######## rcon_gen_flat ########
[src/rtl/rcon_gen_if.sv]
// Step handshake between the key-expansion FSM (master) and the round-constant generator (slave).
interface rcon_gen_if;
   logic        start;
   logic        dir;
   logic [4:0]  count_in;
   logic        step;
   logic [31:0] rcon_out;
   logic [4:0]  index;
   logic        valid;
   logic        last;
   logic        done;
   logic        err;

   modport master (
      output start, dir, count_in, step,
      input  rcon_out, index, valid, last, done, err
   );

   modport slave (
      input  start, dir, count_in, step,
      output rcon_out, index, valid, last, done, err
   );
endinterface

[src/rtl/rcon_gen.sv]
// AES round-constant generator: iterates xtime forward, or inv_xtime after a PREP walk-up in reverse mode.
module rcon_gen #(
   parameter int MAX_RCON  = 10,
   parameter int BYTE_LANE = 0
) (
   input logic       clk,
   input logic       rst,
   rcon_gen_if.slave bus
);

   typedef enum logic [1:0] {IDLE, PREP, RUN} state_t;

   localparam logic [4:0] MAX_C = 5'(MAX_RCON);

   state_t      state_q, state_d;
   logic [7:0]  rc_q, rc_d;
   logic [4:0]  idx_q, idx_d;
   logic [4:0]  cnt_q, cnt_d;
   logic        d_q, d_d;
   logic        valid_q, valid_d;
   logic        last_q, last_d;
   logic        done_q, done_d;
   logic        err_q, err_d;
   logic [31:0] rcon_q, rcon_d;
   logic        legal;

   function automatic logic [7:0] xtime(input logic [7:0] r);
      return {r[6:0], 1'b0} ^ (r[7] ? 8'h1b : 8'h00);
   endfunction

   function automatic logic [7:0] inv_xtime(input logic [7:0] y);
      return y[0] ? (({1'b0, y[7:1]} ^ 8'h0d) | 8'h80) : {1'b0, y[7:1]};
   endfunction

   always_comb begin
      state_d = state_q;
      rc_d    = rc_q;
      idx_d   = idx_q;
      cnt_d   = cnt_q;
      d_d     = d_q;
      valid_d = valid_q;
      done_d  = 1'b0;
      err_d   = 1'b0;
      legal   = (bus.count_in != 5'd0) && (bus.count_in <= MAX_C);

      // A rejected start leaves everything alone; a legal one overrides any step.
      if (bus.start && !legal) begin
         err_d = 1'b1;
      end else if (bus.start) begin
         cnt_d   = bus.count_in;
         d_d     = bus.dir;
         rc_d    = 8'h01;
         idx_d   = 5'd1;
         valid_d = !bus.dir;
         state_d = bus.dir ? PREP : RUN;
      end else begin
         case (state_q)
            PREP: begin
               if (idx_q == cnt_q) begin
                  state_d = RUN;
                  valid_d = 1'b1;
               end else begin
                  rc_d  = xtime(rc_q);
                  idx_d = idx_q + 5'd1;
               end
            end
            RUN: begin
               if (bus.step) begin
                  if (last_q) begin
                     state_d = IDLE;
                     valid_d = 1'b0;
                     done_d  = 1'b1;
                  end else if (d_q) begin
                     rc_d  = inv_xtime(rc_q);
                     idx_d = idx_q - 5'd1;
                  end else begin
                     rc_d  = xtime(rc_q);
                     idx_d = idx_q + 5'd1;
                  end
               end
            end
            default: begin
            end
         endcase
      end

      // Outputs are derived from next state so they line up with it after the edge.
      last_d = valid_d && (d_d ? (idx_d == 5'd1) : (idx_d == cnt_d));
      rcon_d = valid_d ? (32'(rc_d) << (8 * BYTE_LANE)) : 32'd0;
   end

   always_ff @(posedge clk) begin
      if (rst) begin
         state_q <= IDLE;
         rc_q    <= 8'h00;
         idx_q   <= 5'd0;
         cnt_q   <= 5'd0;
         d_q     <= 1'b0;
         valid_q <= 1'b0;
         last_q  <= 1'b0;
         done_q  <= 1'b0;
         err_q   <= 1'b0;
         rcon_q  <= 32'd0;
      end else begin
         state_q <= state_d;
         rc_q    <= rc_d;
         idx_q   <= idx_d;
         cnt_q   <= cnt_d;
         d_q     <= d_d;
         valid_q <= valid_d;
         last_q  <= last_d;
         done_q  <= done_d;
         err_q   <= err_d;
         rcon_q  <= rcon_d;
      end
   end

   assign bus.rcon_out = rcon_q;
   assign bus.index    = idx_q;
   assign bus.valid    = valid_q;
   assign bus.last     = last_q;
   assign bus.done     = done_q;
   assign bus.err      = err_q;

endmodule

[src/flat_wrapper.sv]
// flat-port wrapper written by rule: the top's interface ports become plain ports
module rcon_gen_flat 
#(
   parameter int MAX_RCON  = 10,
   parameter int BYTE_LANE = 0
)
  (clk, rst, bus_start, bus_dir, bus_count_in, bus_step, bus_rcon_out, bus_index, bus_valid, bus_last, bus_done, bus_err);
  rcon_gen_if bus_i ();
  input logic clk;
  input logic rst;
  input wire logic [$bits(bus_i.start)-1:0] bus_start;
  input wire logic [$bits(bus_i.dir)-1:0] bus_dir;
  input wire logic [$bits(bus_i.count_in)-1:0] bus_count_in;
  input wire logic [$bits(bus_i.step)-1:0] bus_step;
  output wire logic [$bits(bus_i.rcon_out)-1:0] bus_rcon_out;
  output wire logic [$bits(bus_i.index)-1:0] bus_index;
  output wire logic [$bits(bus_i.valid)-1:0] bus_valid;
  output wire logic [$bits(bus_i.last)-1:0] bus_last;
  output wire logic [$bits(bus_i.done)-1:0] bus_done;
  output wire logic [$bits(bus_i.err)-1:0] bus_err;
  assign bus_i.start = bus_start;
  assign bus_i.dir = bus_dir;
  assign bus_i.count_in = bus_count_in;
  assign bus_i.step = bus_step;
  assign bus_rcon_out = bus_i.rcon_out;
  assign bus_index = bus_i.index;
  assign bus_valid = bus_i.valid;
  assign bus_last = bus_i.last;
  assign bus_done = bus_i.done;
  assign bus_err = bus_i.err;
  rcon_gen #(.MAX_RCON(MAX_RCON), .BYTE_LANE(BYTE_LANE)) u_core (.clk(clk), .rst(rst), .bus(bus_i));
endmodule
[config.mk]
export PLATFORM = sky130hd
export DESIGN_NAME = rcon_gen_flat
export DESIGN_NICKNAME = d
export VERILOG_FILES = /design/src/rtl/rcon_gen_if.sv /design/src/rtl/rcon_gen.sv /design/src/flat_wrapper.sv
export SDC_FILE = /design/constraint.sdc
export NUM_CORES = 1
export LEC_CHECK = 0
export CORE_MARGIN = 2
export CORE_UTILIZATION = 24
export CTS_BUF_LIST = sky130_fd_sc_hd__clkbuf_4
export CTS_CLUSTER_SIZE = 24
export DETAILED_ROUTE_END_ITERATION = 8
export HOLD_SLACK_MARGIN = 0.12
export PLACE_DENSITY_LB_ADDON = 0.1
export SLEW_MARGIN = 0
export SYNTH_ARGS = -nofsm -noshare
export SYNTH_HDL_FRONTEND = slang
export SYNTH_SLANG_ARGS = --single-unit
[constraint.sdc]
create_clock -name clk -period 4.6 [get_ports clk]
set_clock_uncertainty 0.1 [all_clocks]
set_input_delay 1.15 -clock clk [delete_from_list [all_inputs] [get_ports clk]]
set_output_delay 1.15 -clock clk [all_outputs]
set_load 0.005 [all_outputs]
######## branch_unit_flat ########
**src/rtl/branch_unit_if.sv**
```systemverilog
// Branch request / redirect bundle between decode/ALU/fetch and branch_unit.
// master drives requests and flags; slave (branch_unit) returns the redirect.
interface branch_unit_if #(
    parameter int ADDR_W = 16
);
    logic              req_i;
    logic [1:0]        kind_i;
    logic [3:0]        cond_i;
    logic [ADDR_W-1:0] pc_i;
    logic [ADDR_W-1:0] target_i;
    logic              flag_we_i;
    logic [3:0]        flag_i;
    logic              flush_i;
    logic              redirect_o;
    logic [ADDR_W-1:0] target_o;
    logic [3:0]        flags_o;
    logic              ras_err_o;

    modport master (
        output req_i, kind_i, cond_i, pc_i, target_i, flag_we_i, flag_i, flush_i,
        input  redirect_o, target_o, flags_o, ras_err_o
    );

    modport slave (
        input  req_i, kind_i, cond_i, pc_i, target_i, flag_we_i, flag_i, flush_i,
        output redirect_o, target_o, flags_o, ras_err_o
    );
endinterface

```
**src/rtl/branch_unit.sv**
```systemverilog
// Branch resolution: flag register with same-cycle bypass, 16 conditions, registered redirect.
// Optional return-address stack enabled by defining BRANCH_RAS_EN.
module branch_unit #(
    parameter int ADDR_W    = 16,
    parameter int RAS_DEPTH = 4
) (
    input logic         clk_i,
    input logic         rst_i,
    branch_unit_if.slave bus
);
    localparam logic [1:0] KIND_JMP  = 2'b00;
    localparam logic [1:0] KIND_CALL = 2'b01;
    localparam logic [1:0] KIND_RET  = 2'b10;
    localparam logic [1:0] KIND_RSV  = 2'b11;

    logic [3:0]        flags_q, flags_d, flags_eff;
    logic              redirect_q, redirect_d;
    logic [ADDR_W-1:0] target_q, target_d;
    logic              err_q, err_d;
    logic              f_z, f_c, f_n, f_v;
    logic              cond_true, accepted, taken;

`ifdef BRANCH_RAS_EN
    localparam int PTR_W = (RAS_DEPTH > 2) ? $clog2(RAS_DEPTH) : 1;
    localparam logic [PTR_W:0] CNT_FULL = (PTR_W+1)'(RAS_DEPTH);

    logic [ADDR_W-1:0] ras_q [RAS_DEPTH];
    logic [ADDR_W-1:0] ras_d [RAS_DEPTH];
    logic [PTR_W-1:0]  ptr_q, ptr_d, ptr_dec;
    logic [PTR_W:0]    cnt_q, cnt_d;
`else
    localparam int unused_ras_depth = RAS_DEPTH;
    logic unused_pc;
    assign unused_pc = ^bus.pc_i;
`endif

    always_comb begin
        flags_eff = bus.flag_we_i ? bus.flag_i : flags_q;
        f_z = flags_eff[0];
        f_c = flags_eff[1];
        f_n = flags_eff[2];
        f_v = flags_eff[3];

        cond_true = 1'b0;
        unique case (bus.cond_i)
            4'd0:  cond_true = 1'b1;
            4'd1:  cond_true = f_z;
            4'd2:  cond_true = !f_z;
            4'd3:  cond_true = f_c;
            4'd4:  cond_true = !f_c;
            4'd5:  cond_true = f_n;
            4'd6:  cond_true = !f_n;
            4'd7:  cond_true = f_v;
            4'd8:  cond_true = !f_v;
            4'd9:  cond_true = f_c && !f_z;
            4'd10: cond_true = !f_c || f_z;
            4'd11: cond_true = (f_n == f_v);
            4'd12: cond_true = (f_n != f_v);
            4'd13: cond_true = !f_z && (f_n == f_v);
            4'd14: cond_true = f_z || (f_n != f_v);
            4'd15: cond_true = 1'b0;
            default: cond_true = 1'b0;
        endcase

        accepted = bus.req_i && !bus.flush_i && (bus.kind_i != KIND_RSV);
        taken    = accepted && cond_true;

        flags_d    = flags_eff;
        redirect_d = taken;
        target_d   = taken ? bus.target_i : target_q;
        err_d      = err_q;

`ifdef BRANCH_RAS_EN
        ras_d   = ras_q;
        ptr_d   = ptr_q;
        cnt_d   = cnt_q;
        ptr_dec = ptr_q - 1'b1;
        // ptr_q is the next free slot; a full-stack push wraps over the oldest entry
        if (taken && bus.kind_i == KIND_CALL) begin
            ras_d[ptr_q] = bus.pc_i + 1'b1;
            ptr_d        = ptr_q + 1'b1;
            if (cnt_q == CNT_FULL) err_d = 1'b1;
            else                   cnt_d = cnt_q + 1'b1;
        end else if (taken && bus.kind_i == KIND_RET) begin
            if (cnt_q == '0) begin
                target_d = '0;
                err_d    = 1'b1;
            end else begin
                target_d = ras_q[ptr_dec];
                ptr_d    = ptr_dec;
                cnt_d    = cnt_q - 1'b1;
            end
        end
`endif
    end

    always_ff @(posedge clk_i) begin
        if (rst_i) begin
            flags_q    <= '0;
            redirect_q <= 1'b0;
            target_q   <= '0;
            err_q      <= 1'b0;
`ifdef BRANCH_RAS_EN
            ptr_q      <= '0;
            cnt_q      <= '0;
            for (int i = 0; i < RAS_DEPTH; i++) ras_q[i] <= '0;
`endif
        end else begin
            flags_q    <= flags_d;
            redirect_q <= redirect_d;
            target_q   <= target_d;
            err_q      <= err_d;
`ifdef BRANCH_RAS_EN
            ptr_q      <= ptr_d;
            cnt_q      <= cnt_d;
            ras_q      <= ras_d;
`endif
        end
    end

    assign bus.redirect_o = redirect_q;
    assign bus.target_o   = target_q;
    assign bus.flags_o    = flags_q;
`ifdef BRANCH_RAS_EN
    assign bus.ras_err_o  = err_q;
`else
    assign bus.ras_err_o  = 1'b0;
`endif

endmodule

```
**src/flat_wrapper.sv**
```systemverilog
// flat-port wrapper written by rule: the top's interface ports become plain ports
module branch_unit_flat 
#(
    parameter int ADDR_W    = 16,
    parameter int RAS_DEPTH = 4
)
  (clk_i, rst_i, bus_req_i, bus_kind_i, bus_cond_i, bus_pc_i, bus_target_i, bus_flag_we_i, bus_flag_i, bus_flush_i, bus_redirect_o, bus_target_o, bus_flags_o, bus_ras_err_o);
  branch_unit_if #(.ADDR_W(ADDR_W)) bus_i ();
  input logic clk_i;
  input logic rst_i;
  input wire logic [$bits(bus_i.req_i)-1:0] bus_req_i;
  input wire logic [$bits(bus_i.kind_i)-1:0] bus_kind_i;
  input wire logic [$bits(bus_i.cond_i)-1:0] bus_cond_i;
  input wire logic [$bits(bus_i.pc_i)-1:0] bus_pc_i;
  input wire logic [$bits(bus_i.target_i)-1:0] bus_target_i;
  input wire logic [$bits(bus_i.flag_we_i)-1:0] bus_flag_we_i;
  input wire logic [$bits(bus_i.flag_i)-1:0] bus_flag_i;
  input wire logic [$bits(bus_i.flush_i)-1:0] bus_flush_i;
  output wire logic [$bits(bus_i.redirect_o)-1:0] bus_redirect_o;
  output wire logic [$bits(bus_i.target_o)-1:0] bus_target_o;
  output wire logic [$bits(bus_i.flags_o)-1:0] bus_flags_o;
  output wire logic [$bits(bus_i.ras_err_o)-1:0] bus_ras_err_o;
  assign bus_i.req_i = bus_req_i;
  assign bus_i.kind_i = bus_kind_i;
  assign bus_i.cond_i = bus_cond_i;
  assign bus_i.pc_i = bus_pc_i;
  assign bus_i.target_i = bus_target_i;
  assign bus_i.flag_we_i = bus_flag_we_i;
  assign bus_i.flag_i = bus_flag_i;
  assign bus_i.flush_i = bus_flush_i;
  assign bus_redirect_o = bus_i.redirect_o;
  assign bus_target_o = bus_i.target_o;
  assign bus_flags_o = bus_i.flags_o;
  assign bus_ras_err_o = bus_i.ras_err_o;
  branch_unit #(.ADDR_W(ADDR_W), .RAS_DEPTH(RAS_DEPTH)) u_core (.clk_i(clk_i), .rst_i(rst_i), .bus(bus_i));
endmodule
```
**config.mk**
```make
export PLATFORM = sky130hd
export DESIGN_NAME = branch_unit_flat
export DESIGN_NICKNAME = d
export VERILOG_FILES = /design/src/rtl/branch_unit_if.sv /design/src/rtl/branch_unit.sv /design/src/flat_wrapper.sv
export SDC_FILE = /design/constraint.sdc
export NUM_CORES = 1
export LEC_CHECK = 0
export CAP_MARGIN = 30
export CORE_MARGIN = 4
export CORE_UTILIZATION = 30
export DETAILED_ROUTE_END_ITERATION = 8
export MAX_ROUTING_LAYER = met4
export PLACE_DENSITY_LB_ADDON = 0.3
export SLEW_MARGIN = 20
export SYNTH_ARGS = -nofsm -noshare
export SYNTH_HDL_FRONTEND = slang
export SYNTH_SLANG_ARGS = --single-unit
```
**constraint.sdc**
```tcl
create_clock -name clk_i -period 3.1 [get_ports clk_i]
set_input_delay 0.775 -clock clk_i [delete_from_list [all_inputs] [get_ports clk_i]]
set_output_delay 0.775 -clock clk_i [all_outputs]
set_load 0.005 [all_outputs]
```
######## oled_send_arbiter ########
[src/rtl/oled_send_arbiter.sv]
// Round-robin, burst-granular arbiter sharing one OLED byte channel among NUM_REQ text sources.
// Optional per-byte send_done watchdog enabled by defining OLED_ARB_TIMEOUT_EN.
module oled_send_arbiter #(
    parameter int unsigned NUM_REQ = 2,
    parameter int unsigned TIMEOUT = 2**20
) (
    input  logic                   clock,
    input  logic                   reset_n,
    input  logic [NUM_REQ-1:0]     req_valid,
    input  logic [8*NUM_REQ-1:0]   req_data,
    input  logic [NUM_REQ-1:0]     req_last,
    output logic [NUM_REQ-1:0]     req_ready,
    output logic [NUM_REQ-1:0]     grant,
    output logic [7:0]             send_data,
    output logic                   send_data_valid,
    input  logic                   send_done,
    output logic                   busy,
    output logic                   timeout_err
);

    localparam int unsigned IW = (NUM_REQ > 1) ? $clog2(NUM_REQ) : 1;

    localparam logic [1:0] ST_IDLE = 2'd0;
    localparam logic [1:0] ST_SEND = 2'd1;
    localparam logic [1:0] ST_WAIT = 2'd2;

    logic [1:0]         state;
    logic [IW-1:0]      ptr;
    logic [IW-1:0]      owner;
    logic               last_q;

    logic               win_found;
    logic [IW-1:0]      win_idx;
    logic [IW:0]        scan;

    logic               accept;
    logic [IW-1:0]      acc_idx;
    logic [7:0]         acc_byte;
    logic               acc_last;
    logic [NUM_REQ-1:0] acc_onehot;
    logic [IW-1:0]      next_ptr;

    // First valid requester scanning ptr, ptr+1, ... with wrap at NUM_REQ.
    always_comb begin
        win_found = 1'b0;
        win_idx   = '0;
        scan      = '0;
        for (int k = 0; k < NUM_REQ; k++) begin
            scan = {1'b0, ptr} + (IW+1)'(k);
            if (scan >= (IW+1)'(NUM_REQ)) begin
                scan = scan - (IW+1)'(NUM_REQ);
            end
            if (!win_found && req_valid[scan[IW-1:0]]) begin
                win_found = 1'b1;
                win_idx   = scan[IW-1:0];
            end
        end
    end

    always_comb begin
        accept  = 1'b0;
        acc_idx = win_idx;
        if (!send_done) begin
            if (state == ST_IDLE) begin
                accept = win_found;
            end else if (state == ST_WAIT) begin
                accept  = req_valid[owner];
                acc_idx = owner;
            end
        end
        acc_byte = '0;
        acc_last = 1'b0;
        for (int i = 0; i < NUM_REQ; i++) begin
            if (acc_idx == IW'(i)) begin
                acc_byte = req_data[8*i +: 8];
                acc_last = req_last[i];
            end
        end
    end

    assign acc_onehot = NUM_REQ'(1) << acc_idx;
    assign next_ptr   = (owner == IW'(NUM_REQ - 1)) ? '0 : owner + IW'(1);
    // Gated by reset_n so no acceptance is signalled while the arbiter is held in reset.
    assign req_ready  = (accept && reset_n) ? acc_onehot : '0;
    assign busy       = |grant;

`ifdef OLED_ARB_TIMEOUT_EN
    logic [31:0] cnt;
    logic        err_q;

    always_ff @(posedge clock or negedge reset_n) begin
        if (!reset_n) begin
            state           <= ST_IDLE;
            ptr             <= '0;
            owner           <= '0;
            last_q          <= 1'b0;
            grant           <= '0;
            send_data       <= '0;
            send_data_valid <= 1'b0;
            cnt             <= '0;
            err_q           <= 1'b0;
        end else if (accept) begin
            state           <= ST_SEND;
            owner           <= acc_idx;
            grant           <= acc_onehot;
            send_data       <= acc_byte;
            last_q          <= acc_last;
            send_data_valid <= 1'b1;
            cnt             <= '0;
        end else if (state == ST_SEND) begin
            if (send_done) begin
                send_data_valid <= 1'b0;
                if (last_q) begin
                    grant <= '0;
                    ptr   <= next_ptr;
                    state <= ST_IDLE;
                end else begin
                    state <= ST_WAIT;
                end
            end else if (cnt == TIMEOUT - 32'd1) begin
                // Abandon the burst; the flag stays set until reset.
                send_data_valid <= 1'b0;
                grant           <= '0;
                ptr             <= next_ptr;
                err_q           <= 1'b1;
                state           <= ST_IDLE;
            end else begin
                cnt <= cnt + 32'd1;
            end
        end
    end

    assign timeout_err = err_q;
`else
    logic unused_timeout;
    assign unused_timeout = ^TIMEOUT;

    always_ff @(posedge clock or negedge reset_n) begin
        if (!reset_n) begin
            state           <= ST_IDLE;
            ptr             <= '0;
            owner           <= '0;
            last_q          <= 1'b0;
            grant           <= '0;
            send_data       <= '0;
            send_data_valid <= 1'b0;
        end else if (accept) begin
            state           <= ST_SEND;
            owner           <= acc_idx;
            grant           <= acc_onehot;
            send_data       <= acc_byte;
            last_q          <= acc_last;
            send_data_valid <= 1'b1;
        end else if (state == ST_SEND) begin
            if (send_done) begin
                send_data_valid <= 1'b0;
                if (last_q) begin
                    grant <= '0;
                    ptr   <= next_ptr;
                    state <= ST_IDLE;
                end else begin
                    state <= ST_WAIT;
                end
            end
        end
    end

    assign timeout_err = 1'b0;
`endif

endmodule

[config.mk]
export PLATFORM = sky130hd
export DESIGN_NAME = oled_send_arbiter
export DESIGN_NICKNAME = d
export VERILOG_FILES = /design/src/rtl/oled_send_arbiter.sv
export SDC_FILE = /design/constraint.sdc
export NUM_CORES = 1
export LEC_CHECK = 0
export CAP_MARGIN = 20
export CORE_MARGIN = 10
export CORE_UTILIZATION = 30
export CTS_BUF_LIST = sky130_fd_sc_hd__clkbuf_4
export CTS_CLUSTER_SIZE = 12
export DETAILED_ROUTE_END_ITERATION = 12
export GPL_TIMING_DRIVEN = 0
export PLACE_DENSITY = 0.64
export RECOVER_POWER = 100
export SYNTH_ARGS = -nofsm -noshare
export SYNTH_HDL_FRONTEND = slang
export SYNTH_SLANG_ARGS = --single-unit
[constraint.sdc]
create_clock -name clock -period 1.8 [get_ports clock]
set_clock_uncertainty 0.2 [all_clocks]
set_input_delay 0.18 -clock clock [delete_from_list [all_inputs] [get_ports clock]]
set_output_delay 0.18 -clock clock [all_outputs]
set_load 0.02 [all_outputs]
######## midi_uart_rx_fifo ########
$ cat src/rtl/midi_uart_rx_fifo.sv
// Serial receiver for the MIDI input pin: 2-flop synchroniser, mid-bit sampling FSM,
// framing/parity/overrun error pulses and a small valid/ready receive FIFO.
//
// state   | meaning
// S_IDLE  | line idle, waiting for a falling edge on the synchronised line
// S_START | timing half a bit, then confirming the start bit is still low
// S_DATA  | sampling DATA_BITS data bits, LSB first
// S_PARITY| sampling the parity bit (only when PARITY != 0)
// S_STOP  | sampling the stop bit and deciding push / error
// S_BREAK | stop bit was low, waiting for the line to return high
module midi_uart_rx_fifo #(
    parameter int DATA_BITS    = 8,
    parameter int CLKS_PER_BIT = 16,
    parameter int PARITY       = 0,
    parameter int FIFO_DEPTH   = 4
) (
    input  logic                          clk500kHz,
    input  logic                          rst_n,
    input  logic                          rx_in,
    output logic [DATA_BITS-1:0]          rx_byte,
    output logic                          rx_valid,
    input  logic                          rx_ready,
    output logic                          frame_err,
    output logic                          parity_err,
    output logic                          overrun,
    output logic [$clog2(FIFO_DEPTH):0]   fifo_level
);
    localparam int CW = $clog2(CLKS_PER_BIT);
    localparam int BW = $clog2(DATA_BITS);
    localparam int PW = $clog2(FIFO_DEPTH);
    localparam int LW = PW + 1;
    localparam logic [CW-1:0] HALF_M1  = CW'(CLKS_PER_BIT / 2 - 1);
    localparam logic [CW-1:0] FULL_M1  = CW'(CLKS_PER_BIT - 1);
    localparam logic [BW-1:0] LAST_BIT = BW'(DATA_BITS - 1);

    typedef enum logic [2:0] {
        S_IDLE, S_START, S_DATA, S_PARITY, S_STOP, S_BREAK
    } state_t;

    state_t               state, state_nxt;
    logic [1:0]           sync_q;
    logic                 s, s_prev;
    logic [CW-1:0]        tmr, tmr_nxt;
    logic                 tc;
    logic [BW-1:0]        bit_idx, bit_idx_nxt;
    logic [DATA_BITS-1:0] shreg, shreg_nxt;
    logic                 par_bit, par_bit_nxt;
    logic                 par_ok;
    logic                 push_req, do_push, pop, full;
    logic                 frame_nxt, parity_nxt, overrun_nxt;

    logic [DATA_BITS-1:0] mem [FIFO_DEPTH];
    logic [PW-1:0]        wr_ptr, rd_ptr;
    logic [LW-1:0]        count;
    logic [DATA_BITS-1:0] last_head;

    assign s  = sync_q[1];
    assign tc = (tmr == '0);

    always_comb begin
        if (PARITY == 1)
            par_ok = ~(^shreg ^ par_bit);
        else if (PARITY == 2)
            par_ok = ^shreg ^ par_bit;
        else
            par_ok = 1'b1;
    end

    always_ff @(posedge clk500kHz) begin
        if (!rst_n) begin
            sync_q     <= 2'b11;
            s_prev     <= 1'b1;
            state      <= S_IDLE;
            tmr        <= '0;
            bit_idx    <= '0;
            shreg      <= '0;
            par_bit    <= 1'b0;
            frame_err  <= 1'b0;
            parity_err <= 1'b0;
            overrun    <= 1'b0;
        end else begin
            sync_q     <= {sync_q[0], rx_in};
            s_prev     <= s;
            state      <= state_nxt;
            tmr        <= tmr_nxt;
            bit_idx    <= bit_idx_nxt;
            shreg      <= shreg_nxt;
            par_bit    <= par_bit_nxt;
            frame_err  <= frame_nxt;
            parity_err <= parity_nxt;
            overrun    <= overrun_nxt;
        end
    end

    always_comb begin
        state_nxt   = state;
        tmr_nxt     = tc ? tmr : tmr - CW'(1);
        bit_idx_nxt = bit_idx;
        shreg_nxt   = shreg;
        par_bit_nxt = par_bit;
        push_req    = 1'b0;
        frame_nxt   = 1'b0;
        parity_nxt  = 1'b0;
        case (state)
            S_IDLE: begin
                if (s_prev && !s) begin
                    state_nxt = S_START;
                    tmr_nxt   = HALF_M1;
                end
            end
            S_START: begin
                if (tc) begin
                    if (s) begin
                        state_nxt = S_IDLE;
                    end else begin
                        state_nxt   = S_DATA;
                        tmr_nxt     = FULL_M1;
                        bit_idx_nxt = '0;
                    end
                end
            end
            S_DATA: begin
                if (tc) begin
                    shreg_nxt = {s, shreg[DATA_BITS-1:1]};
                    tmr_nxt   = FULL_M1;
                    if (bit_idx == LAST_BIT)
                        state_nxt = (PARITY != 0) ? S_PARITY : S_STOP;
                    else
                        bit_idx_nxt = bit_idx + BW'(1);
                end
            end
            S_PARITY: begin
                if (tc) begin
                    par_bit_nxt = s;
                    tmr_nxt     = FULL_M1;
                    state_nxt   = S_STOP;
                end
            end
            S_STOP: begin
                if (tc) begin
                    // framing error wins over a parity error on the same frame
                    if (!s) begin
                        frame_nxt = 1'b1;
                        state_nxt = S_BREAK;
                    end else begin
                        state_nxt = S_IDLE;
                        if (!par_ok)
                            parity_nxt = 1'b1;
                        else
                            push_req = 1'b1;
                    end
                end
            end
            S_BREAK: begin
                if (s)
                    state_nxt = S_IDLE;
            end
            default: state_nxt = S_IDLE;
        endcase
    end

    assign full        = (count == LW'(FIFO_DEPTH));
    assign rx_valid    = (count != '0);
    assign pop         = rx_valid && rx_ready;
    assign do_push     = push_req && (!full || pop);
    assign overrun_nxt = push_req && full && !pop;
    assign fifo_level  = count;
    assign rx_byte     = rx_valid ? mem[rd_ptr] : last_head;

    always_ff @(posedge clk500kHz) begin
        if (!rst_n) begin
            wr_ptr    <= '0;
            rd_ptr    <= '0;
            count     <= '0;
            last_head <= '0;
        end else begin
            if (do_push)
                wr_ptr <= wr_ptr + PW'(1);
            if (pop) begin
                rd_ptr    <= rd_ptr + PW'(1);
                last_head <= mem[rd_ptr];
            end
            if (do_push && !pop)
                count <= count + LW'(1);
            else if (pop && !do_push)
                count <= count - LW'(1);
        end
    end

    // storage needs no reset: every readable entry is written before rx_valid rises
    always_ff @(posedge clk500kHz) begin
        if (rst_n && do_push)
            mem[wr_ptr] <= shreg;
    end
endmodule

$ cat config.mk
export PLATFORM = sky130hd
export DESIGN_NAME = midi_uart_rx_fifo
export DESIGN_NICKNAME = d
export VERILOG_FILES = /design/src/rtl/midi_uart_rx_fifo.sv
export SDC_FILE = /design/constraint.sdc
export NUM_CORES = 1
export LEC_CHECK = 0
export CELL_PAD_IN_SITES_DETAIL_PLACEMENT = 0
export CELL_PAD_IN_SITES_GLOBAL_PLACEMENT = 1
export CORE_AREA = 3 3 92 94
export CTS_CLUSTER_SIZE = 30
export DETAILED_ROUTE_END_ITERATION = 12
export DIE_AREA = 0 0 95 97
export PLACE_DENSITY = 0.75
export SYNTH_ARGS = -nofsm -noshare
export SYNTH_HDL_FRONTEND = slang
export SYNTH_SLANG_ARGS = --single-unit
export TNS_END_PERCENT = 30
$ cat constraint.sdc
create_clock -name clk500kHz -period 3.95 [get_ports clk500kHz]
set_input_delay 0.79 -clock clk500kHz [delete_from_list [all_inputs] [get_ports clk500kHz]]
set_output_delay 0.79 -clock clk500kHz [all_outputs]
set_load 0.1 [all_outputs]
### Sequential cells coloured by netlist name, rcon_gen_flat

Drawn at 2 px/µm. Other sequential cells in the stronger grey, the rest of the logic in the fainter grey.
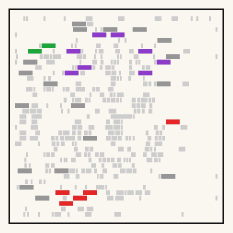
colour	name in the netlist	flops
purple	u_core.rc_q	8
red	u_core.bus.index	5
green	u_core.state_q	2
not coloured	18

==> run notes, rcon_gen_flat <==
This note records the results obtained with Yosys and OpenROAD.

Synthesis
Dividing the synthesized area by the synthesized cell count gives 7.68 µm². The area fraction in full adders, half adders and majority gates is 0.0199. The tally of unique sky130hd cells used after synthesis is 61.

The simple-gate portion of the synthesized area is 0.258. The synthesis run shows the most used standard cells to be 39 x sky130_fd_sc_hd__nor2_1, 33 x sky130_fd_sc_hd__dfxtp_1, 33 x sky130_fd_sc_hd__nand2_1. The chip area in the Yosys report is 2510 µm².

Clock tree
Post-CTS timing repair inserted 0 buffers for setup. Post-CTS repair changed the size of 0 cells. The CTS sink count is 33.

TritonCTS built the clock tree. The clock network latency to the later pin of the worst-skew pair is 360 ps.

Final timing
The final cycle utilization of the critical path is 0.761. The worst-case max-slew headroom was logged as 0.520. Setup repair after global routing left no endpoint under its margin.

Routing
The average wire per standard cell is 16.2 µm. Wires add up to 7.73 mm.

Die
The die extent in x is 106 µm. The floorplan step records an initial core utilization of 0.245. The vertical die dimension reported for this design is 106 µm. The number of top-level pins is 51.

Place
The total instance count after detailed placement is 469. Routability-driven placement finished with a final weighted congestion of 0.833. After legalization and detailed placement, the total HPWL measured 5.52 mm. The instance area after placement is 2700 µm².

Power and ir drop
The overall power of the completed layout is 0.739 mW. For this design the total switching power over the nets is 0.249 mW. The internal power component is 0.490 mW.

Global routing
The met2 track demand over resource in global routing is 0.232. The number of global-route vias before repair came to 2262.

Final layout
The number of inserted diodes is 0. The number of cells in the finished layout apart from fillers is 477. The most common logic cell in the routed design is sky130_fd_sc_hd__nor2_1.

Min path
The kind of path behind the tightest hold check is reg2reg.

Outcome
The run finished with clean final reports.

Critical path
The timing startpoint of the critical path is bus_count_in[3].
## rcon_gen_flat: cell type report
cell class | instances | area (µm²)
Fill cell | 1124 | 7460
Multi-Input combinational cell | 261 | 1540
Sequential cell | 33 | 661
Timing Repair Buffer | 31 | 298
Tap cell | 136 | 170
Clock buffer | 6 | 45.0
Clock inverter | 2 | 33.8
Inverter | 8 | 30.0
## rcon_gen_flat: critical path, cell delays in order
cell                              delay (ps)
sky130_fd_sc_hd__clkdlybuf4s50_1         530
sky130_fd_sc_hd__nor4_2                  390
sky130_fd_sc_hd__a211o_1                 480
sky130_fd_sc_hd__a21oi_1                 150
sky130_fd_sc_hd__a221o_1                 530
sky130_fd_sc_hd__inv_1                   140
sky130_fd_sc_hd__nand4b_1                110
sky130_fd_sc_hd__nor4_1                  210
## rcon_gen_flat: power by group through the flow
stage | clock (mW) | combinational (mW) | sequential [mW]
2_1_floorplan | 0 | 0.156 | 0.313
3_3_place_gp | 0 | 0.182 | 0.326
3_5_place_dp | 0 | 0.180 | 0.326
4_1_cts | 0.250 | 0.181 | 0.319
5_1_grt | 0.259 | 0.203 | 0.322
6_report | 0.239 | 0.181 | 0.319
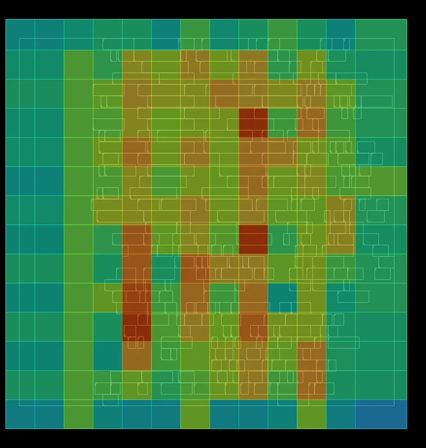
*Routing congestion map, midi_uart_rx_fifo*
fraction of met2 tracks used by global routing: 0.183
routing layer with the top usage in global route: met2
met1 global-route usage: 0.162
utilization after layout: 0.450

==> run notes, midi_uart_rx_fifo <==
This note records the results obtained with Yosys and OpenROAD.

Final layout
The flip-flop and latch share of the layout cell area is 0.506. Of all the cell area in the finished design, non-clock buffers hold 0.0467. According to the cell report, the number of logic gates is 156. The non-clock buffer total of the final layout is 19.

Routing
The DRC violation count after routing is 0.

Final timing
The remaining max-slew budget at the tightest pin is 0.306. The smallest clock period supported by the final layout is computed as 2940 ps. The accumulated negative setup slack is 0 ps.

The number of hold violations in the final report is 0.

Synthesis
The post-synthesis area per instance is 12.2 µm². For this run, the leading register cell type out of synthesis is sky130_fd_sc_hd__dfxtp_1. The area fraction in mux cells is 0.124. The number of cell instances after yosys synthesis is 253.

The flip-flop and latch count after synthesis is 72. Per the synthesis report, the AND-OR/OR-AND share of the synthesized area is 0.0695. The sequential fraction of the synthesis area is 0.573.

Run
The tool flagged a number of max-cap violations equal to 0.

Clock tree
For reference, the clock transition at the flip-flops on the worst setup and hold paths is 80 ps. The level count of the clock H-tree is 3. The number of gates resized after CTS is 0.

Outcome
The flow ran to the end, and the final reports show no timing, DRC or antenna violations.

Critical path
The logic depth of the worst register-to-register path is 12. For the worst reg-to-reg path, the startpoint reported by OpenROAD is tmr[0]. The largest driver fanout on the critical path is 8. The arrival time of data at the critical path endpoint is 2150 ps.

Place
The detailed placer reported the number of placed instances as 360.

Power and ir drop
In this run the static leakage power is 1.30 nW. Cell internal power was estimated by the tool at 1.46 mW.

Global routing
The first global-routing pass estimated 8.67 mm of wire.
==> midi_uart_rx_fifo: flip-flops by register name, indices dropped and copies added, names as in the netlist, 2 cells and up, named ones only <==
signal,cells
mem,32
last_head,8
shreg,8
tmr,4
bit_idx,3
fifo_level,3
state,3
rd_ptr,2
sync_q,2
wr_ptr,2
==> midi_uart_rx_fifo: final timing paths <==
path / end / slack, ps
worst min register to register: sync_q[1] / 410
worst min-delay path: sync_q[1] / 410
worst max register to register: fifo_level[2] / 1270
worst max-delay path: rx_byte[5] / 1010
==> midi_uart_rx_fifo: power groups by stage <==
stage | Clock (mW) | Sequential [mW] | Combinational [mW]
2_1_floorplan | 0 | 0.989 | 1.03
4_1_cts | 0.558 | 0.910 | 1.33
5_1_grt | 0.592 | 0.921 | 1.40
3_5_place_dp | 0 | 0.926 | 1.33
6_report | 0.539 | 0.906 | 1.33
3_3_place_gp | 0 | 0.924 | 1.32
==> midi_uart_rx_fifo: worst max-delay path, stage by stage, from the launching register on <==
cell	delay [ps]
sky130_fd_sc_hd__dfxtp_1	670
sky130_fd_sc_hd__mux4_2	620
sky130_fd_sc_hd__mux2_2	280
sky130_fd_sc_hd__buf_4	230
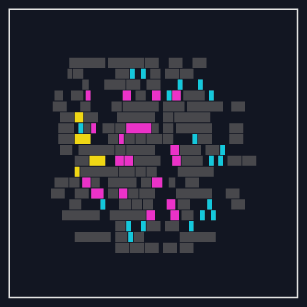
*Logic cells by family, oled_send_arbiter*
Drawn at 4 px/µm.
colour	family	cells
yellow	nor cells	4
cyan	inv cells	19
magenta	nand cells	18
combinational fraction of the cell area: 0.249
count of placed standard cells in the final layout, fillers left out: 169
commonest non-fill, non-tap cell in the layout: sky130_fd_sc_hd__clkdlybuf4s50_1

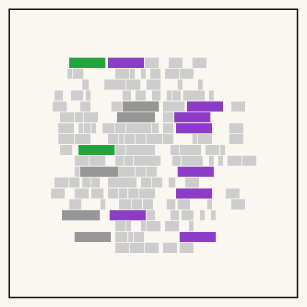
*Sequential cells coloured by netlist name, oled_send_arbiter*
Drawn at 4 px/µm. Other sequential cells in the stronger grey, the rest of the logic in the fainter grey.
colour	name in the netlist	flops
purple	send_data	8
green	grant	2
not coloured	5

==> run notes, oled_send_arbiter <==
This note records the results obtained with Yosys and OpenROAD.

Outcome
The flow ran to the end, but the final reports show violations. The final reports fail on negative setup slack.

Critical path
The capturing element of the worst setup path is req_ready[1]. The kind of capture point of the worst setup path is a primary output. The launching point of the worst reg2reg path is state[1]. The master of the slowest instance on the critical path is sky130_fd_sc_hd__dfrtp_2. The timing startpoint of the critical path is state[1].

Final layout
After layout, the inverter instance count without clock inverters stands at 19. The net count reported at finish is 163. The fraction of final layout cells with drive strength greater than 1 is 0.309.

The area growth from synthesis to layout is 78.3%.

Synthesis
The dominant register cell is sky130_fd_sc_hd__dfrtp_1. The post-synthesis area per instance is 9.90 µm². The cell-mix breakdown from Yosys lists the simple-gate area share as 0.172. The count of yosys warnings during synthesis is 0. The synth_stat.txt file lists the number of cells as 81. Before any placement, the netlist area is recorded as 802 µm². The cell taking the most area after synthesis is sky130_fd_sc_hd__dfrtp_1. The chip area in the Yosys report is 802 µm².

Die
The vertical die dimension reported for this design is 71.7 µm. The overall die size recorded for this design is 5140 µm². For this design the top-level I/O count stands at 38.

Clock tree
Per the TritonCTS log, the buffer count is 3. Per the CTS log, the root buffer master is sky130_fd_sc_hd__clkbuf_4. The level count of the clock H-tree is 1.

Routing
The detail route stage leaves a number of antenna-violating nets equal to 0. The routed layout reports a DRC error count of 0. The wire length after detailed routing is 2.55 mm.

Final timing
The total setup violations reported at the end of the flow is 2. The setup slack of the critical path after layout is -113 ps. The pin closest to its max-slew limit shows a slew of 718 ps. The maximum clock frequency is 523 MHz.

Global routing
The number of global-route vias before repair is 843. The met3 routing resource usage after global routing is 0.0441.

Power and ir drop
The completed layout was analyzed and its total power is 2.07 mW.
oled_send_arbiter: registers in the layout (all words and copies together) (netlist names):
register,flops
last_q,1
owner,1
ptr,1
grant,2
send_data,8
state,2
oled_send_arbiter: placed cells by master, fill, tap and decap left out, drive strengths merged, types with 2 or more instances in the layout:
cell type and instances:
clkbuf 5, nand2b 2, inv 19, nand2 3, o21ai 3, buf 23, o221ai 9, dfrtp 15
nand4 10, dlygate4sd2 3, clkdlybuf4s50 31, nor2 4
oled_send_arbiter: routing by layer:
layer	vias to the layer above	wire, µm
li1	401	-
met5	-	0
met3	3	234
met1	396	1090
met4	0	27
met2	24	1190
oled_send_arbiter: through the flow:
stage / instances / TNS (ps)
3_5_place_dp: 147 / -1410
4_1_cts: 158 / -113
6_report: 169 / -156
5_1_grt: 169 / -328
3_3_place_gp: 147 / -1290
2_1_floorplan: 81 / 0
oled_send_arbiter: what timing repair did:
item                                    in CTS  in global routing
pin swaps                                    1                  4
gates resized                               23                  8
hold buffers                                 1                  0
endpoints found under the setup margin       3                  4
endpoints found under the hold margin       15                  0
setup buffers                                6                 11
oled_send_arbiter: where the power goes:
part	internal, mW	switching, mW
Sequential	0.505	0.120
Clock	0.101	0.116
Combinational	0.661	0.565
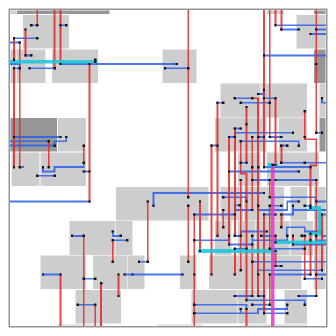
*Close-up of the layout, branch_unit_flat*
Window x 22 to 47, y 8 to 33 µm. Cells in grey, sequential cells in the stronger grey; small squares are vias.
colour	layer
cyan	M3
red	M2
magenta	M4
blue	M1
most frequent	clkdlybuf4s50_1 (6), nand2_1 (4)
cells with their middle in the window	36
sequential cells in the window	1
netlist names of flops here include	u_core.bus.target_o (1)

==> run notes, branch_unit_flat <==
This note records the results obtained with Yosys and OpenROAD.

Outcome
The flow ran to the end, and the final reports show no timing, DRC or antenna violations.

Final timing
In the finished design, the share of the clock period the worst path needs comes to 0.886. Hold-check failures listed in the final report amount to 0. The accumulated negative setup slack is 0 ps.

Synthesis
The synthesized-area fraction occupied by ao, oa, aoi and oai cells is 0.0989. The synthesis log from Yosys contains 0 warnings. The post-synth tally of flip-flops with integrated enable is 0.

The area fraction in full adders, half adders and majority gates is 0. The average instance in the mapped netlist occupies 9.88 µm². The synthesis report gives the async set-or-reset register share as 0.

The post-synthesis cell area is 1130 µm². The cell taking the most area after synthesis is sky130_fd_sc_hd__dfxtp_1. The net count of the mapped netlist is 161.

Die
The vertical die dimension is 69.3 µm. Across the placement rows, the number of tap cells is 46. In this run the horizontal extent of the chip is 69.3 µm.

Routing
The post-route antenna net violation count is 0. After detailed routing, the average wire length per cell comes to 11.7 µm.

Final layout
The number of cells in the finished layout apart from fillers is 212. The count of flip-flops and latches is 21.

Clock tree
The hold-fix buffer count after cts is 0.

Min path
The cell depth of the worst min-delay path is 2. The endpoint with the worst hold slack is u_core.bus.target_o[3].

Critical path
For the worst flop-to-flop path, the logic depth is 7. The worst setup path is captured at a register. STA lists the maximum fanout along the critical path as 9.

Power and ir drop
The power spent charging and discharging nets is 0.144 mW.

Place
The half-perimeter wire length of the detailed placement result is 2.02 mm. Per the detailed placement report, the placed cell area equals 1670 µm².
-- branch_unit_flat: sequential cells by signal (all words and copies together), names as in the netlist --
name,cells
u_core.bus.target_o,16
u_core.bus.redirect_o,1
u_core.bus.flags_o,4
-- branch_unit_flat: power groups by stage --
| stage | sequential, mW | combinational [mW] | clock, mW |
|---|---|---|---|
| global route | 0.290 | 0.159 | 0.194 |
| global placement | 0.294 | 0.144 | 0 |
| finish | 0.288 | 0.147 | 0.175 |
| detailed placement | 0.295 | 0.148 | 0 |
| CTS | 0.289 | 0.148 | 0.183 |
| floorplan | 0.296 | 0.0733 | 0 |
-- branch_unit_flat: worst max-delay path, stage by stage --
cell and delay, ps:
sky130_fd_sc_hd__clkdlybuf4s50_1 590, sky130_fd_sc_hd__mux2i_4 310, sky130_fd_sc_hd__mux2_2 370, sky130_fd_sc_hd__a21oi_1 140, sky130_fd_sc_hd__a2bb2oi_1 120, sky130_fd_sc_hd__o22ai_4 180
sky130_fd_sc_hd__buf_4 230, sky130_fd_sc_hd__mux2i_1 210


## Gallery

Routing congestion map.
panel A
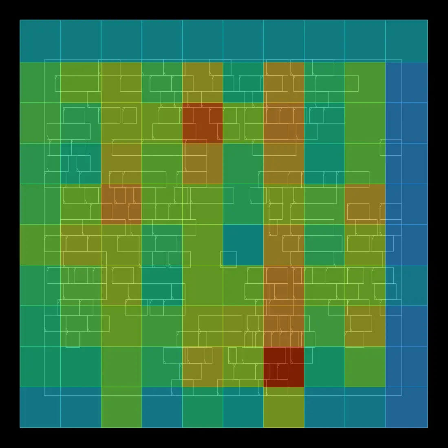
panel B
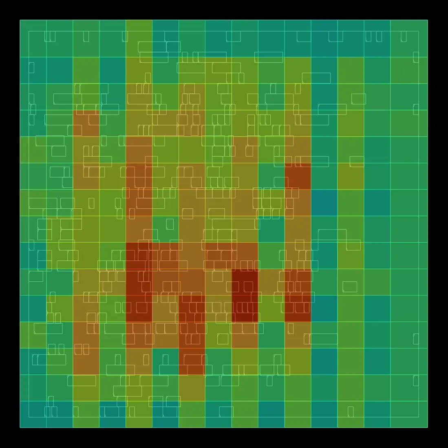
panel C
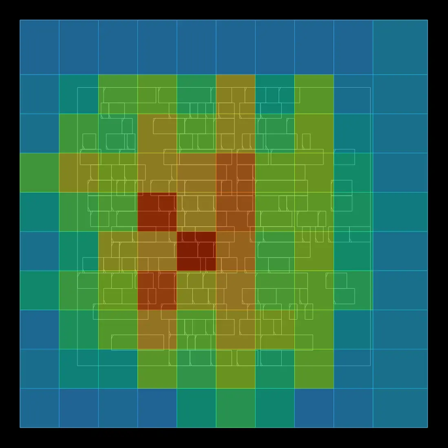
- highest track usage: panel B
- least wire per cell: panel A
branch_unit_flat: panel A
oled_send_arbiter: panel C
rcon_gen_flat: panel B


==> screenshots <==
Logic cells by family.
image #1
Drawn at 3 px/µm.
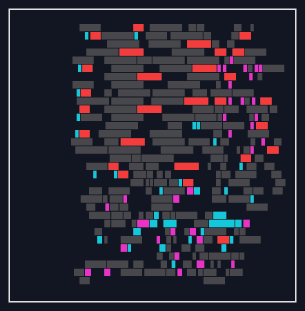
image #2
Drawn at 2 px/µm.
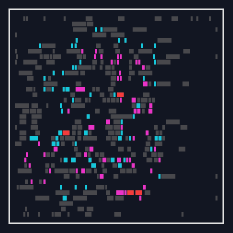
image #3
Drawn at 4 px/µm.
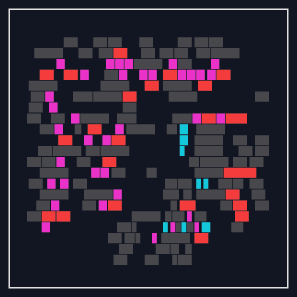
branch_unit_flat -> image #3
rcon_gen_flat -> image #2
midi_uart_rx_fifo -> image #1
Of these, most cells: image #2
Of these, smallest die: image #3

Key to image #1:
colour	family	cells
cyan	nor cells	32
red	mux cells	27
magenta	nand cells	34

No activity file was given, so power comes from the tool's default toggle rates.
